==================== block 1
**Block 1: cells coloured by class**

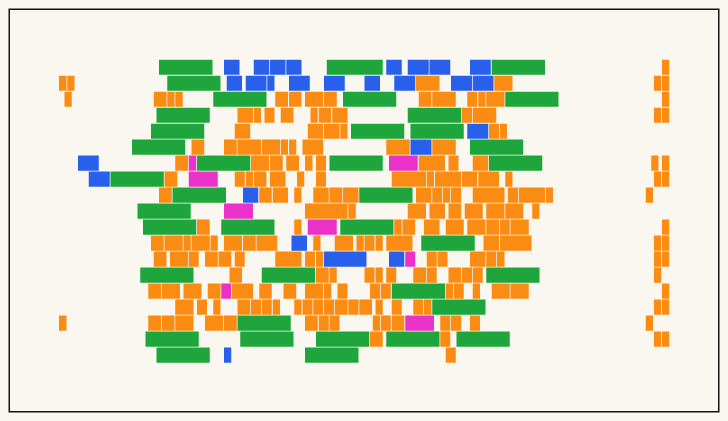

===== src/rtl/a2g_ctrl_sequencer_if.sv =====
// rtl/a2g_ctrl_sequencer_if.sv - control word in, datapath controls and status word out
// The register side drives ctrl_word and sync_in; the sequencer drives the rest.
interface a2g_ctrl_sequencer_if;
    logic [31:0] ctrl_word;
    logic        sync_in;
    logic        dp_rst;
    logic        dp_en;
    logic        busy;
    logic [31:0] status_word;

    modport master (
        output ctrl_word,
        output sync_in,
        input  dp_rst,
        input  dp_en,
        input  busy,
        input  status_word
    );

    modport slave (
        input  ctrl_word,
        input  sync_in,
        output dp_rst,
        output dp_en,
        output busy,
        output status_word
    );
endinterface


===== src/rtl/a2g_ctrl_sequencer.sv =====
// rtl/a2g_ctrl_sequencer.sv - a2g datapath bring-up sequencer: reset pulse, settle, optional sync wait, run
// Define A2G_SEQ_RSTCNT_EN to build the saturating RESET-entry counter in status_word[31:16].
module a2g_ctrl_sequencer #(
    parameter int RST_MIN       = 4,
    parameter int SETTLE_CYCLES = 64,
    parameter int SYNC_TIMEOUT  = 1048576
) (
    input  logic                 user_clk,
    input  logic                 user_rst_n,
    a2g_ctrl_sequencer_if.slave  seq
);
    localparam int               CNT_W       = ($clog2(SYNC_TIMEOUT) > 16) ? $clog2(SYNC_TIMEOUT) : 16;
    localparam logic [CNT_W-1:0] CNT_ONE     = CNT_W'(1);
    localparam logic [CNT_W-1:0] SETTLE_LAST = CNT_W'(SETTLE_CYCLES - 1);
    localparam logic [CNT_W-1:0] SYNC_LAST   = CNT_W'(SYNC_TIMEOUT - 1);
    localparam logic [7:0]       RST_MIN_B   = 8'(RST_MIN);

    typedef enum logic [2:0] {
        ST_IDLE      = 3'd0,
        ST_RESET     = 3'd1,
        ST_SETTLE    = 3'd2,
        ST_WAIT_SYNC = 3'd3,
        ST_RUN       = 3'd4,
        ST_FAULT     = 3'd5
    } state_t;

    state_t           state_q, state_n;
    logic [CNT_W-1:0] cnt_q, cnt_n;
    logic [CNT_W-1:0] len_last;
    logic [7:0]       len_q, len_n, len_req;
    logic             sync_seen_q, sync_seen_n;
    logic             start_q, clr_q;
    logic             start_edge, clr_edge, enter_reset;
    logic [15:0]      rst_cnt_n;
    logic             unused_ctrl;

    assign start_edge  = seq.ctrl_word[0] & ~start_q;
    assign clr_edge    = seq.ctrl_word[3] & ~clr_q;
    assign len_req     = (seq.ctrl_word[15:8] < RST_MIN_B) ? RST_MIN_B : seq.ctrl_word[15:8];
    assign len_last    = {{(CNT_W-8){1'b0}}, len_q - 8'd1};
    assign unused_ctrl = ^{seq.ctrl_word[31:16], seq.ctrl_word[7:4]};

    // FAULT is left only through fault_clr; any other state except IDLE treats start as abort-and-rerun.
    always_comb begin
        state_n     = state_q;
        cnt_n       = cnt_q;
        len_n       = len_q;
        sync_seen_n = sync_seen_q;
        enter_reset = 1'b0;
        if (state_q == ST_FAULT) begin
            if (clr_edge) begin
                state_n     = ST_IDLE;
                sync_seen_n = 1'b0;
                cnt_n       = '0;
            end
        end else if (start_edge) begin
            state_n     = ST_RESET;
            len_n       = len_req;
            cnt_n       = '0;
            sync_seen_n = 1'b0;
            enter_reset = 1'b1;
        end else begin
            case (state_q)
                ST_IDLE: ;
                ST_RESET: begin
                    if (cnt_q == len_last) begin
                        state_n = ST_SETTLE;
                        cnt_n   = '0;
                    end else begin
                        cnt_n = cnt_q + CNT_ONE;
                    end
                end
                ST_SETTLE: begin
                    if (cnt_q == SETTLE_LAST) begin
                        state_n = seq.ctrl_word[2] ? ST_WAIT_SYNC : ST_RUN;
                        cnt_n   = '0;
                    end else begin
                        cnt_n = cnt_q + CNT_ONE;
                    end
                end
                ST_WAIT_SYNC: begin
                    // A sync arriving on the last timeout cycle still counts.
                    if (seq.sync_in) begin
                        state_n     = ST_RUN;
                        sync_seen_n = 1'b1;
                        cnt_n       = '0;
                    end else if (cnt_q == SYNC_LAST) begin
                        state_n = ST_FAULT;
                        cnt_n   = '0;
                    end else begin
                        cnt_n = cnt_q + CNT_ONE;
                    end
                end
                ST_RUN: begin
                    if (!seq.ctrl_word[1]) state_n = ST_IDLE;
                end
                default: state_n = ST_IDLE;
            endcase
        end
    end

`ifdef A2G_SEQ_RSTCNT_EN
    logic [15:0] rst_cnt_q;

    assign rst_cnt_n = (enter_reset && (rst_cnt_q != 16'hFFFF)) ? rst_cnt_q + 16'd1 : rst_cnt_q;

    always_ff @(posedge user_clk or negedge user_rst_n) begin
        if (!user_rst_n) rst_cnt_q <= 16'd0;
        else             rst_cnt_q <= rst_cnt_n;
    end
`else
    assign rst_cnt_n = 16'd0;
`endif

    // Outputs are decoded from the next state so they change together with the state register.
    always_ff @(posedge user_clk or negedge user_rst_n) begin
        if (!user_rst_n) begin
            state_q         <= ST_IDLE;
            cnt_q           <= '0;
            len_q           <= 8'd0;
            sync_seen_q     <= 1'b0;
            start_q         <= 1'b0;
            clr_q           <= 1'b0;
            seq.dp_rst      <= 1'b1;
            seq.dp_en       <= 1'b0;
            seq.busy        <= 1'b0;
            seq.status_word <= 32'd0;
        end else begin
            state_q         <= state_n;
            cnt_q           <= cnt_n;
            len_q           <= len_n;
            sync_seen_q     <= sync_seen_n;
            start_q         <= seq.ctrl_word[0];
            clr_q           <= seq.ctrl_word[3];
            seq.dp_rst      <= (state_n == ST_RESET) || (state_n == ST_FAULT);
            seq.dp_en       <= (state_n == ST_RUN);
            seq.busy        <= (state_n == ST_RESET) || (state_n == ST_SETTLE) || (state_n == ST_WAIT_SYNC);
            seq.status_word <= {rst_cnt_n, 11'd0, sync_seen_n, state_n == ST_FAULT, state_n};
        end
    end
endmodule


===== src/flat_wrapper.sv =====
// flat-port wrapper written by rule: the top's interface ports become plain ports
module a2g_ctrl_sequencer_flat 
#(
    parameter int RST_MIN       = 4,
    parameter int SETTLE_CYCLES = 64,
    parameter int SYNC_TIMEOUT  = 1048576
)
  (user_clk, user_rst_n, seq_ctrl_word, seq_sync_in, seq_dp_rst, seq_dp_en, seq_busy, seq_status_word);
  a2g_ctrl_sequencer_if seq_i ();
  input  logic user_clk;
  input  logic user_rst_n;
  input wire logic [$bits(seq_i.ctrl_word)-1:0] seq_ctrl_word;
  input wire logic [$bits(seq_i.sync_in)-1:0] seq_sync_in;
  output wire logic [$bits(seq_i.dp_rst)-1:0] seq_dp_rst;
  output wire logic [$bits(seq_i.dp_en)-1:0] seq_dp_en;
  output wire logic [$bits(seq_i.busy)-1:0] seq_busy;
  output wire logic [$bits(seq_i.status_word)-1:0] seq_status_word;
  assign seq_i.ctrl_word = seq_ctrl_word;
  assign seq_i.sync_in = seq_sync_in;
  assign seq_dp_rst = seq_i.dp_rst;
  assign seq_dp_en = seq_i.dp_en;
  assign seq_busy = seq_i.busy;
  assign seq_status_word = seq_i.status_word;
  a2g_ctrl_sequencer #(.RST_MIN(RST_MIN), .SETTLE_CYCLES(SETTLE_CYCLES), .SYNC_TIMEOUT(SYNC_TIMEOUT)) u_core (.user_clk(user_clk), .user_rst_n(user_rst_n), .seq(seq_i));
endmodule

===== config.mk =====
export PLATFORM = sky130hd
export DESIGN_NAME = a2g_ctrl_sequencer_flat
export DESIGN_NICKNAME = d
export VERILOG_FILES = /design/src/rtl/a2g_ctrl_sequencer_if.sv /design/src/rtl/a2g_ctrl_sequencer.sv /design/src/flat_wrapper.sv
export SDC_FILE = /design/constraint.sdc
export NUM_CORES = 1
export LEC_CHECK = 0
export CAP_MARGIN = 20
export CORE_ASPECT_RATIO = 0.5
export CORE_MARGIN = 8
export CORE_UTILIZATION = 45
export DETAILED_ROUTE_END_ITERATION = 8
export PLACE_DENSITY = 0.8
export RECOVER_POWER = 50
export SYNTH_ARGS = -nofsm -noshare
export SYNTH_HDL_FRONTEND = slang
export SYNTH_SLANG_ARGS = --single-unit

===== constraint.sdc =====
create_clock -name user_clk -period 2.7 [get_ports user_clk]
set_input_delay 0.54 -clock user_clk [delete_from_list [all_inputs] [get_ports user_clk]]
set_output_delay 0.54 -clock user_clk [all_outputs]
set_load 0.1 [all_outputs]

==================== block 2
--- config.mk ---
export PLATFORM = sky130hd
export DESIGN_NAME = add_sub_serial
export DESIGN_NICKNAME = d
export VERILOG_FILES = /design/src/rtl/add_sub_serial.sv
export SDC_FILE = /design/constraint.sdc
export NUM_CORES = 1
export LEC_CHECK = 0
export CAP_MARGIN = 20
export CORE_UTILIZATION = 53
export DETAILED_ROUTE_END_ITERATION = 7
export PLACE_DENSITY = 0.9
export SLEW_MARGIN = 25
export SYNTH_ARGS = -nofsm -noshare
export SYNTH_HDL_FRONTEND = slang
export SYNTH_SLANG_ARGS = --single-unit
--- constraint.sdc ---
create_clock -name clk_i -period 2.7 [get_ports clk_i]
set_clock_uncertainty 0.2 [all_clocks]
set_input_delay 0.27 -clock clk_i [delete_from_list [all_inputs] [get_ports clk_i]]
set_output_delay 0.27 -clock clk_i [all_outputs]
set_load 0.01 [all_outputs]
--- src/rtl/add_sub_serial.sv ---
// Slice-serial adder/subtractor: CHUNK bits per cycle, LSB first, start/ready in, valid pulse out.
// Optional ADD_SUB_SERIAL_SAT_EN adds sat_i, which clamps the result on signed overflow.
module add_sub_serial #(
  parameter int unsigned WIDTH = 32,
  parameter int unsigned CHUNK = 8
) (
  input  logic             clk_i,
  input  logic             rst_i,
  input  logic             start_i,
  input  logic             sub_i,
`ifdef ADD_SUB_SERIAL_SAT_EN
  input  logic             sat_i,
`endif
  input  logic [WIDTH-1:0] a_i,
  input  logic [WIDTH-1:0] b_i,
  output logic             ready_o,
  output logic             valid_o,
  output logic [WIDTH-1:0] r_o,
  output logic             carry_o,
  output logic             zero_o,
  output logic             overflow_o
);

  localparam int unsigned N  = WIDTH / CHUNK;
  localparam int unsigned CW = (N > 1) ? $clog2(N) : 1;
  localparam int unsigned IW = (WIDTH > 1) ? $clog2(WIDTH) : 1;
  localparam logic [CW-1:0] LastSlice = CW'(N - 1);

  typedef enum logic [1:0] {StIdle, StRun, StDone} state_e;

  state_e           r_state;
  logic [WIDTH-1:0] r_a;
  logic [WIDTH-1:0] r_b;
  logic [WIDTH-1:0] r_acc;
  logic             r_cy;
  logic             r_zacc;
  logic [CW-1:0]    r_cnt;
  logic [WIDTH-1:0] r_res;
  logic             r_carry;
  logic             r_zero;
  logic             r_ovf;
  logic             r_valid;
`ifdef ADD_SUB_SERIAL_SAT_EN
  logic             r_sat;
`endif

  logic [CHUNK:0]   w_slice;
  logic [CHUNK-1:0] w_s;
  logic             w_c;
  logic [IW-1:0]    w_base;
  logic [WIDTH-1:0] w_res;
  logic             w_zero;
  logic             w_ovf;
  logic             w_last;
  logic [WIDTH-1:0] w_out;
  logic             w_out_zero;

  // Operands shift right each slice, so the current slice always sits in the low CHUNK bits.
  assign w_slice = {1'b0, r_a[CHUNK-1:0]} + {1'b0, r_b[CHUNK-1:0]} + {{CHUNK{1'b0}}, r_cy};
  assign w_s     = w_slice[CHUNK-1:0];
  assign w_c     = w_slice[CHUNK];
  assign w_base  = IW'(r_cnt * CHUNK);
  assign w_zero  = r_zacc & (w_s == '0);
  assign w_ovf   = (r_a[CHUNK-1] == r_b[CHUNK-1]) && (w_s[CHUNK-1] != r_a[CHUNK-1]);
  assign w_last  = (r_cnt == LastSlice);

  always_comb begin
    w_res = r_acc;
    w_res[w_base +: CHUNK] = w_s;
  end

`ifdef ADD_SUB_SERIAL_SAT_EN
  always_comb begin
    w_out      = w_res;
    w_out_zero = w_zero;
    if (r_sat && w_ovf) begin
      w_out      = r_a[CHUNK-1] ? {1'b1, {(WIDTH-1){1'b0}}} : {1'b0, {(WIDTH-1){1'b1}}};
      w_out_zero = 1'b0;
    end
  end
`else
  assign w_out      = w_res;
  assign w_out_zero = w_zero;
`endif

  always_ff @(posedge clk_i) begin
    if (rst_i) begin
      r_state <= StIdle;
      r_a     <= '0;
      r_b     <= '0;
      r_acc   <= '0;
      r_cy    <= 1'b0;
      r_zacc  <= 1'b0;
      r_cnt   <= '0;
      r_res   <= '0;
      r_carry <= 1'b0;
      r_zero  <= 1'b0;
      r_ovf   <= 1'b0;
      r_valid <= 1'b0;
`ifdef ADD_SUB_SERIAL_SAT_EN
      r_sat   <= 1'b0;
`endif
    end else begin
      case (r_state)
        StIdle, StDone: begin
          r_valid <= 1'b0;
          if (start_i) begin
            r_a     <= a_i;
            r_b     <= b_i ^ {WIDTH{sub_i}};
            r_cy    <= sub_i;
            r_zacc  <= 1'b1;
            r_cnt   <= '0;
            r_acc   <= '0;
`ifdef ADD_SUB_SERIAL_SAT_EN
            r_sat   <= sat_i;
`endif
            r_state <= StRun;
          end
        end
        StRun: begin
          r_a    <= r_a >> CHUNK;
          r_b    <= r_b >> CHUNK;
          r_cy   <= w_c;
          r_zacc <= w_zero;
          r_acc  <= w_res;
          r_cnt  <= r_cnt + 1'b1;
          // Visible outputs change only here, so a partial sum is never exposed.
          if (w_last) begin
            r_res   <= w_out;
            r_carry <= w_c;
            r_zero  <= w_out_zero;
            r_ovf   <= w_ovf;
            r_valid <= 1'b1;
            r_state <= StDone;
          end
        end
        default: r_state <= StIdle;
      endcase
    end
  end

  assign ready_o    = (r_state != StRun);
  assign valid_o    = r_valid;
  assign r_o        = r_res;
  assign carry_o    = r_carry;
  assign zero_o     = r_zero;
  assign overflow_o = r_ovf;

endmodule


## Gallery

Routing congestion map.
image #1
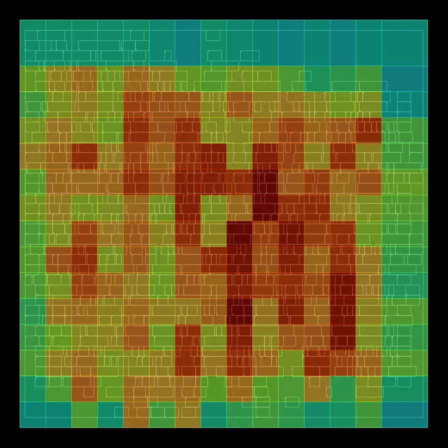
image #2
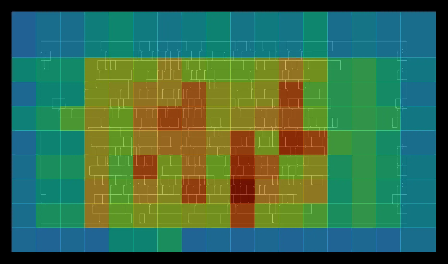
Of these, most wire per cell: image #1
Of these, highest track usage: image #1
block 2: image #1
block 1: image #2

**Block 2: M1 wires**

Bar = 20 um. Supply wires on this layer in grey.
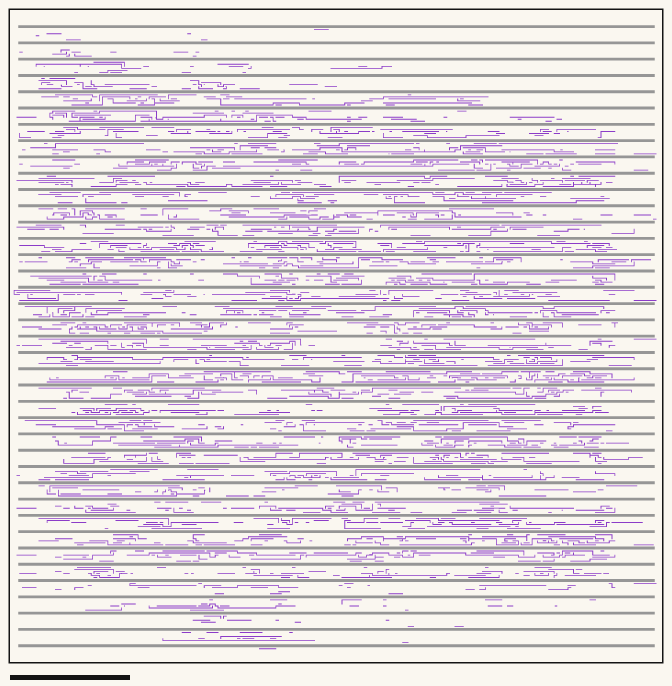
main direction	horizontal
share of all routed wire	40%
final WL: 16,600 um
vias: 5,727
GR Util met1: 0.340

==> impl_metrics.env, block 2 <==
# yosys + openroad results
export IMPL_status="finished, final reports clean"
export IMPL_nFlopsAndLatches=138
export IMPL_synthArstFlopShare=0
export IMPL_grt_pass1_wl_um=26800
export IMPL_drc=0
export IMPL_tightest_slew_ns=0.889
export IMPL_routed_wl_met3_um=1250
export IMPL_top_area_frac=0.457
export IMPL_startpoint="r_b[4]"
export IMPL_routed_wl_met2_um=8390
export IMPL_clk_share=0.0823
export IMPL_ys_ff=138
export IMPL_p_clk_uw=2550
export IMPL_crit_end="r_o[31]"
export IMPL_warning_count=31
export IMPL_ys_sh_xor=0.0507
export IMPL_final_max_slew_viol_count=0
export IMPL_antenna_left=0
export IMPL_irDropWorstVdd_mv=0.546
export IMPL_reg2reg_depth=7
export IMPL_die_y_um=109
export IMPL_cts_setup_buffers=0
export IMPL_core_rowCount=38
export IMPL_layout_drive_gt1_share=0.0873
export IMPL_topCombFamilyByArea="AND-OR/OR-AND gates"
export IMPL_fp_util=0.551
export IMPL_path_cells="ha_1, nand3_1, a21oi_1, mux2i_1, o311ai_2, a221oi_1, nor3_1"
export IMPL_yosysChipArea_um2=6050
export IMPL_setup_viol=0
export IMPL_drv_cap=0
export IMPL_fp_nets=781
export IMPL_switching_share=0.248
export IMPL_yosysUniqueCellTypes=47
export IMPL_min_period_over_period=0.963
export IMPL_ys_flop_type="dfxtp_1"
export IMPL_sh_seq_area=0.348
export IMPL_hold_violations=0
export IMPL_place_area_um2=7260
export IMPL_drt_vias_per_instance=6.08
export IMPL_fmax_ghz=0.385
export IMPL_clkPwrFrac=0.468
export IMPL_power_uw=5450
export IMPL_intPower_uw=4100
export IMPL_seq_power_uw=2180
export IMPL_timing_rr_end="r_o[31]"
==> block 2: repair_timing <==
action                     CTS  global route
setup endpoints to repair    0             6
gates resized                0             4
hold buffers                 0             0
hold endpoints to repair     0             0
==> block 2: stage by stage <==
stage	TNS [ns]	utilization	hold WS, ns	cells
global route	-0.000497	0.722	0.164	942
detailed placement	0	0.661	0.248	910
CTS	0	0.721	0.139	942
global placement	0	0.661	0.240	910
finish	0	0.722	0.153	942
floorplan	0	-	0.225	698
==> block 2: per-layer routing <==
metal,global-route usage,up-vias
li1,-,2690
met1,0.340,2699
met2,0.514,299
met3,0.0843,39
met4,0.0994,0
met5,0,-
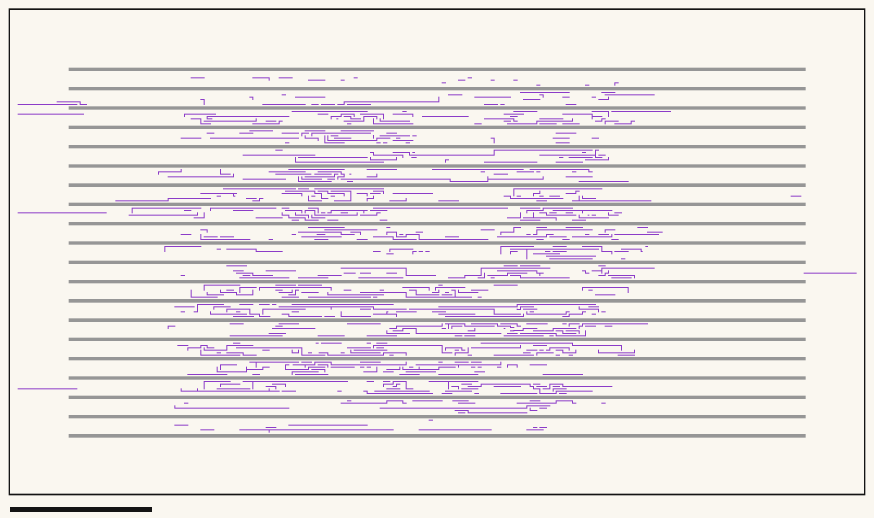
**Above:** block 1 (M1 wires).
Bar = 20 um. Supply wires on this layer in grey.
nets with wire on the layer	255
longest straight run	21.6 um
GR Util met1: 0.141
vias: 1,851
final WL: 4780 um

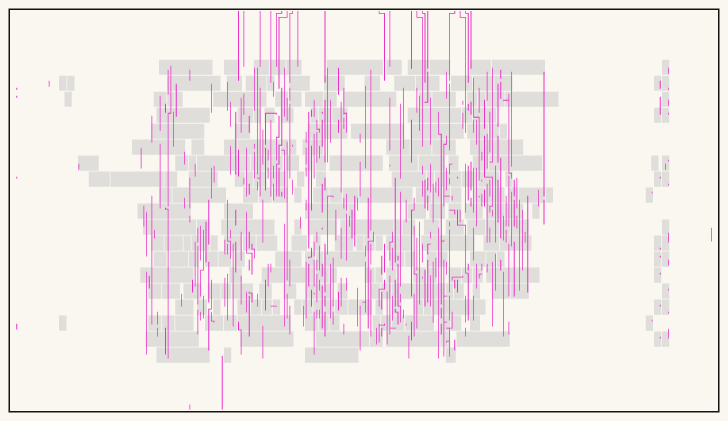
**Above:** block 1 (met2 routing).
main direction	vertical
nets with wire on the layer	256
share of all routed wire	47%
GR Layer Usage met2: 0.202

Notes on 'cells coloured by class' of block 1 above:
class	colour	cells	share of their area
clock drivers and dummy loads	magenta	8	3.2%
remaining buffers and delay cells	blue	26	9.0%
sequential cells	green	38	37%
combinational and other logic	orange	214	51%
sequential cell area share: 0.356
Core ar.: 5370 um^2
row cnt: 19
post-layout util: 0.498
cell area after layout: 2680 um^2

==> impl_metrics.env, block 1 <==
# yosys + openroad results
export IMPL_max_stage_delay_ns=0.44
export IMPL_drv_cap=1
export IMPL_dr_max_layer_used="met4"
export IMPL_num_io_pins=70
export IMPL_ys_top_cells_by_area="dfrtp_1, buf_4, xnor2_1, xor2_1, nor2_1"
export IMPL_synth_area_um2=2450
export IMPL_inverters_excl_clock=6
export IMPL_reg2reg_depth=8
export IMPL_area_growth_pct=9.02
export IMPL_whs_ns=0.514
export IMPL_ys_cells=263
export IMPL_port_buffers=22
export IMPL_post_place_cells=351
export IMPL_ys_flop_type="dfrtp_1"
export IMPL_violations="max-capacitance violations, max-slew violations"
export IMPL_final_max_slew_viol_count=39
export IMPL_cts_root_buf="clkbuf_8"
export IMPL_leakage_uw=0.00115
export IMPL_insertion_delay_ns=0.28
export IMPL_post_route_min_period_ns=2.43
export IMPL_status="complete, but fails checks"
export IMPL_r2r_setup_slack_ns=0.27
export IMPL_critPathMaxFanout=5
export IMPL_buffer_area_frac=0.0870
## block 1: how the worst max path moves through the flow
stage / cells past startpoint / start / endpoint
finish: 8 / u_core.len_q[0] / u_core.seq.busy
global route: 8 / u_core.len_q[0] / u_core.seq.busy
detailed placement: 8 / u_core.len_q[0] / u_core.seq.busy
global placement: 8 / u_core.len_q[0] / u_core.seq.busy
CTS: 8 / u_core.len_q[0] / u_core.seq.busy
floorplan: 7 / u_core.state_q[0] / u_core.cnt_q[11]
## block 1: where the power goes
group / internal (uW) / switching [uW]
Sequential: 680 / 141
Combinational: 411 / 878
Clock: 179 / 192

==================== block 3
**Block 3: M1 wires**

Bar = 20 um. Supply wires on this layer in grey.
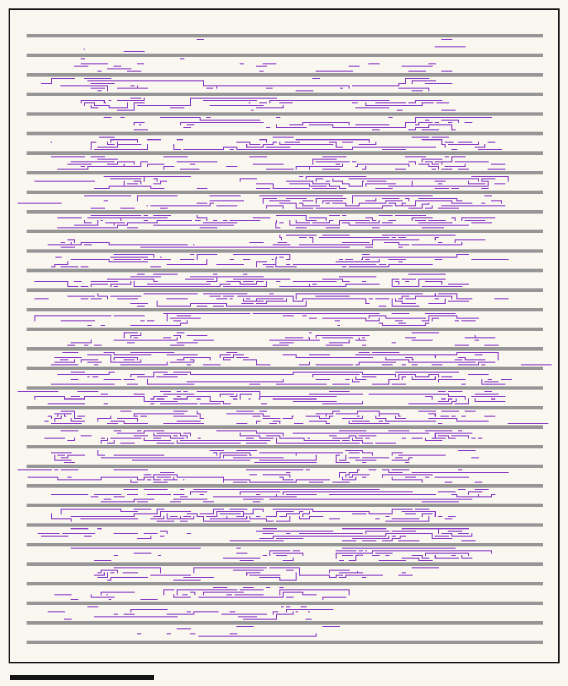
**Block 3: met2 routing**

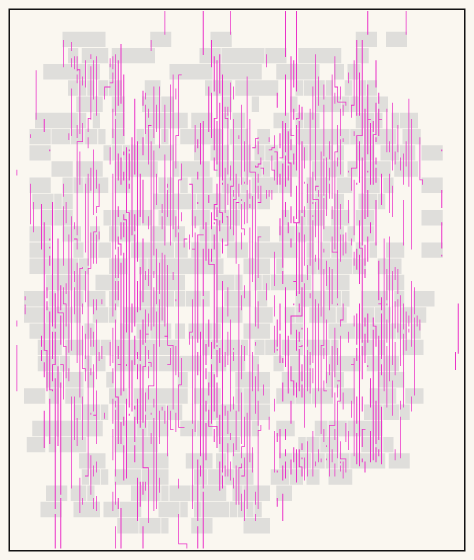
File: src/rtl/jump_physics.sv
// Vertical motion engine for one game object: semi-implicit Euler step per frame tick,
// ground/air state machine, damped floor bounce, ceiling clamp and a buffered jump request.
module jump_physics #(
    parameter int W            = 9,
    parameter int VW           = 9,
    parameter int G            = 2,
    parameter int JUMP_V       = 20,
    parameter int VMAX         = 24,
    parameter int CEIL         = 479,
    parameter int BOUNCE_SHIFT = 1,
    parameter int MIN_BOUNCE   = 4,
    parameter int JUMP_BUF     = 4
) (
    input  logic                 clk,
    input  logic                 rst,
    input  logic                 tick,
    input  logic                 jump,
    input  logic [W-1:0]         floor_y,
    output logic [W-1:0]         y,
    output logic signed [VW-1:0] v,
    output logic                 on_ground,
    output logic                 landed,
    output logic                 jump_ack
);
    localparam int CW = $clog2(JUMP_BUF + 1);
    localparam logic signed [VW:0]  G_S      = (VW+1)'(G);
    localparam logic signed [VW:0]  VNEG_MAX = (VW+1)'(-VMAX);
    localparam logic signed [VW:0]  MINB_S   = (VW+1)'(MIN_BOUNCE);
    localparam logic signed [W+1:0] CEIL_S   = (W+2)'(CEIL);
    localparam logic [W:0]          CEIL_U   = (W+1)'(CEIL);
    localparam logic [W:0]          JUMP_U   = (W+1)'(JUMP_V);

    typedef enum logic {GROUND, AIR} state_t;

    state_t               state_q, state_d;
    logic [W-1:0]         y_q, y_d;
    logic signed [VW-1:0] v_q, v_d;
    logic [CW-1:0]        cnt_q, cnt_d;
    logic                 landed_q, landed_d;
    logic                 ack_q, ack_d;

    logic                 pend_eff, consume;
    logic signed [VW:0]   vn_raw, vn, b;
    logic signed [W+1:0]  yn, floor_s;
    logic [W:0]           y_jump;

    assign pend_eff = jump | (cnt_q != '0);
    assign consume  = tick & (state_q == GROUND) & pend_eff;

    // Velocity is stepped first and saturated, then the new velocity moves the position.
    assign vn_raw  = {v_q[VW-1], v_q} - G_S;
    assign vn      = (vn_raw < VNEG_MAX) ? VNEG_MAX : vn_raw;
    assign yn      = $signed({2'b00, y_q}) + (W+2)'(vn);
    assign floor_s = $signed({2'b00, floor_y});
    assign b       = (-vn) >>> BOUNCE_SHIFT;
    assign y_jump  = {1'b0, y_q} + JUMP_U;

    always_comb begin
        cnt_d = cnt_q;
        if (consume) begin
            cnt_d = '0;
        end else if (jump) begin
            cnt_d = CW'(JUMP_BUF);
        end else if (tick && cnt_q != '0) begin
            cnt_d = cnt_q - 1'b1;
        end
    end

    always_comb begin
        state_d  = state_q;
        y_d      = y_q;
        v_d      = v_q;
        landed_d = 1'b0;
        ack_d    = 1'b0;
        if (tick) begin
            case (state_q)
                GROUND: begin
                    if (pend_eff) begin
                        v_d     = VW'(JUMP_V);
                        y_d     = (y_jump > CEIL_U) ? W'(CEIL) : y_jump[W-1:0];
                        state_d = AIR;
                        ack_d   = 1'b1;
                    end else if (floor_y < y_q) begin
                        state_d = AIR;
                        v_d     = '0;
                    end else begin
                        y_d = floor_y;
                        v_d = '0;
                    end
                end
                AIR: begin
                    if (vn[VW] && yn <= floor_s) begin
                        y_d = floor_y;
                        if (b >= MINB_S) begin
                            v_d = VW'(b);
                        end else begin
                            v_d      = '0;
                            state_d  = GROUND;
                            landed_d = 1'b1;
                        end
                    end else if (yn >= CEIL_S) begin
                        y_d = W'(CEIL);
                        v_d = '0;
                    end else begin
                        y_d = yn[W-1:0];
                        v_d = VW'(vn);
                    end
                end
                default: state_d = GROUND;
            endcase
        end
    end

    always_ff @(posedge clk) begin
        if (rst) begin
            state_q  <= GROUND;
            y_q      <= '0;
            v_q      <= '0;
            cnt_q    <= '0;
            landed_q <= 1'b0;
            ack_q    <= 1'b0;
        end else begin
            state_q  <= state_d;
            y_q      <= y_d;
            v_q      <= v_d;
            cnt_q    <= cnt_d;
            landed_q <= landed_d;
            ack_q    <= ack_d;
        end
    end

    assign y         = y_q;
    assign v         = v_q;
    assign on_ground = (state_q == GROUND);
    assign landed    = landed_q;
    assign jump_ack  = ack_q;
endmodule

File: config.mk
export PLATFORM = sky130hd
export DESIGN_NAME = jump_physics
export DESIGN_NICKNAME = d
export VERILOG_FILES = /design/src/rtl/jump_physics.sv
export SDC_FILE = /design/constraint.sdc
export NUM_CORES = 1
export LEC_CHECK = 0
export CAP_MARGIN = 5
export CORE_ASPECT_RATIO = 1.2
export CORE_MARGIN = 2
export CORE_UTILIZATION = 50
export CTS_CLUSTER_SIZE = 24
export DETAILED_ROUTE_END_ITERATION = 8
export PLACE_DENSITY = 0.73
export SYNTH_ARGS = -nofsm -noshare
export SYNTH_HDL_FRONTEND = slang
export SYNTH_SLANG_ARGS = --single-unit
File: constraint.sdc
create_clock -name clk -period 14.4 [get_ports clk]
set_clock_uncertainty 0.1 [all_clocks]
set_input_delay 2.88 -clock clk [delete_from_list [all_inputs] [get_ports clk]]
set_output_delay 2.88 -clock clk [all_outputs]
set_load 0.03 [all_outputs]
==> impl_metrics.env <==
# yosys + openroad results
export IMPL_synth_cells=417
export IMPL_nNetsFinal=483
export IMPL_finish_utilization=0.587
export IMPL_ys_sh_mux=0.0168
export IMPL_pre_cts_ws_ns=7.07
export IMPL_ys_top_cells_by_area="dfxtp_1, ha_1, inv_1, a21oi_1, xnor2_1"
export IMPL_status="finished, final reports clean"
export IMPL_top_cells_by_count="inv_1, nor2_1, ha_1"
export IMPL_post_route_min_period_ns=7.43
export IMPL_cts_setup_buffers=0
export IMPL_rsz0062_at_grt="false"
export IMPL_ys_seq_frac=0.154
export IMPL_layout_drive_gt1_share=0.0618
export IMPL_hold_end="cnt_q[0]"
export IMPL_fmax_ghz=0.135
export IMPL_setup_viol=0
Notes on 'M1 wires' of block 3 above:
main direction	horizontal
wire length on this layer	3,820 um
longest straight run	29.0 um
GR Util met1: 0.330
final WL: 8670 um

Notes on 'met2 routing' of block 3 above:
wire length on this layer	4,300 um
nets with wire on the layer	410
longest straight run	39.3 um
vias: 3,240
GR Layer Usage met2: 0.449

[final cells by class]
type | instances | area, um^2 | share of cell area
clock inverters | 1 | 30.0 | 0.00845
inverters | 41 | 154 | 0.0433
well taps | 82 | 103 | 0.0289
flip-flops and latches | 24 | 480 | 0.135
multi-input cells | 334 | 2410 | 0.678
repair buffers | 34 | 338 | 0.0950
clock buffers | 3 | 41.3 | 0.0116
[routing by layer]
layer	track usage	share of wire
met5	0	0
met4	0.0485	0.012
met3	0.0230	0.050
met2	0.449	0.50
met1	0.330	0.44


## Gallery

The metal 3 layer.
(a)
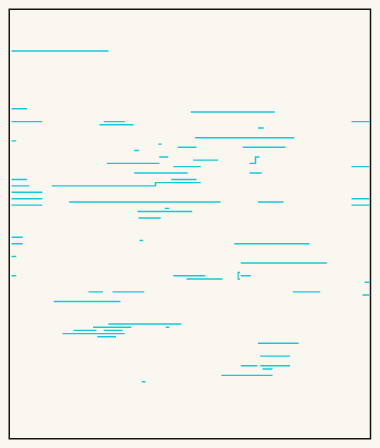
(b)
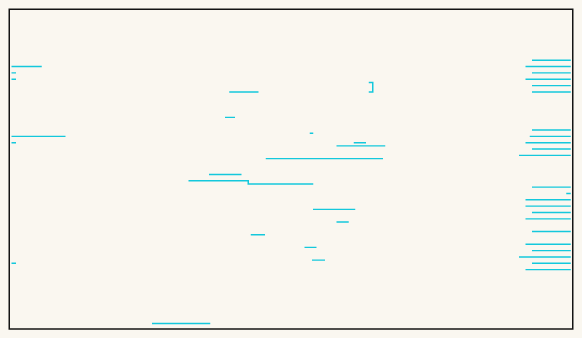
(c)
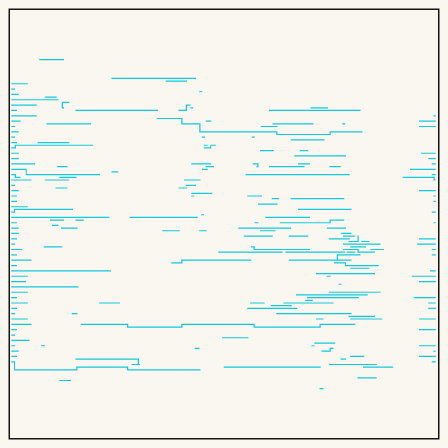
For block 1, see (b).
For block 3, see (a).
For block 2, see (c).

Power figures rest on the tool's default switching activity, not on a simulated workload.
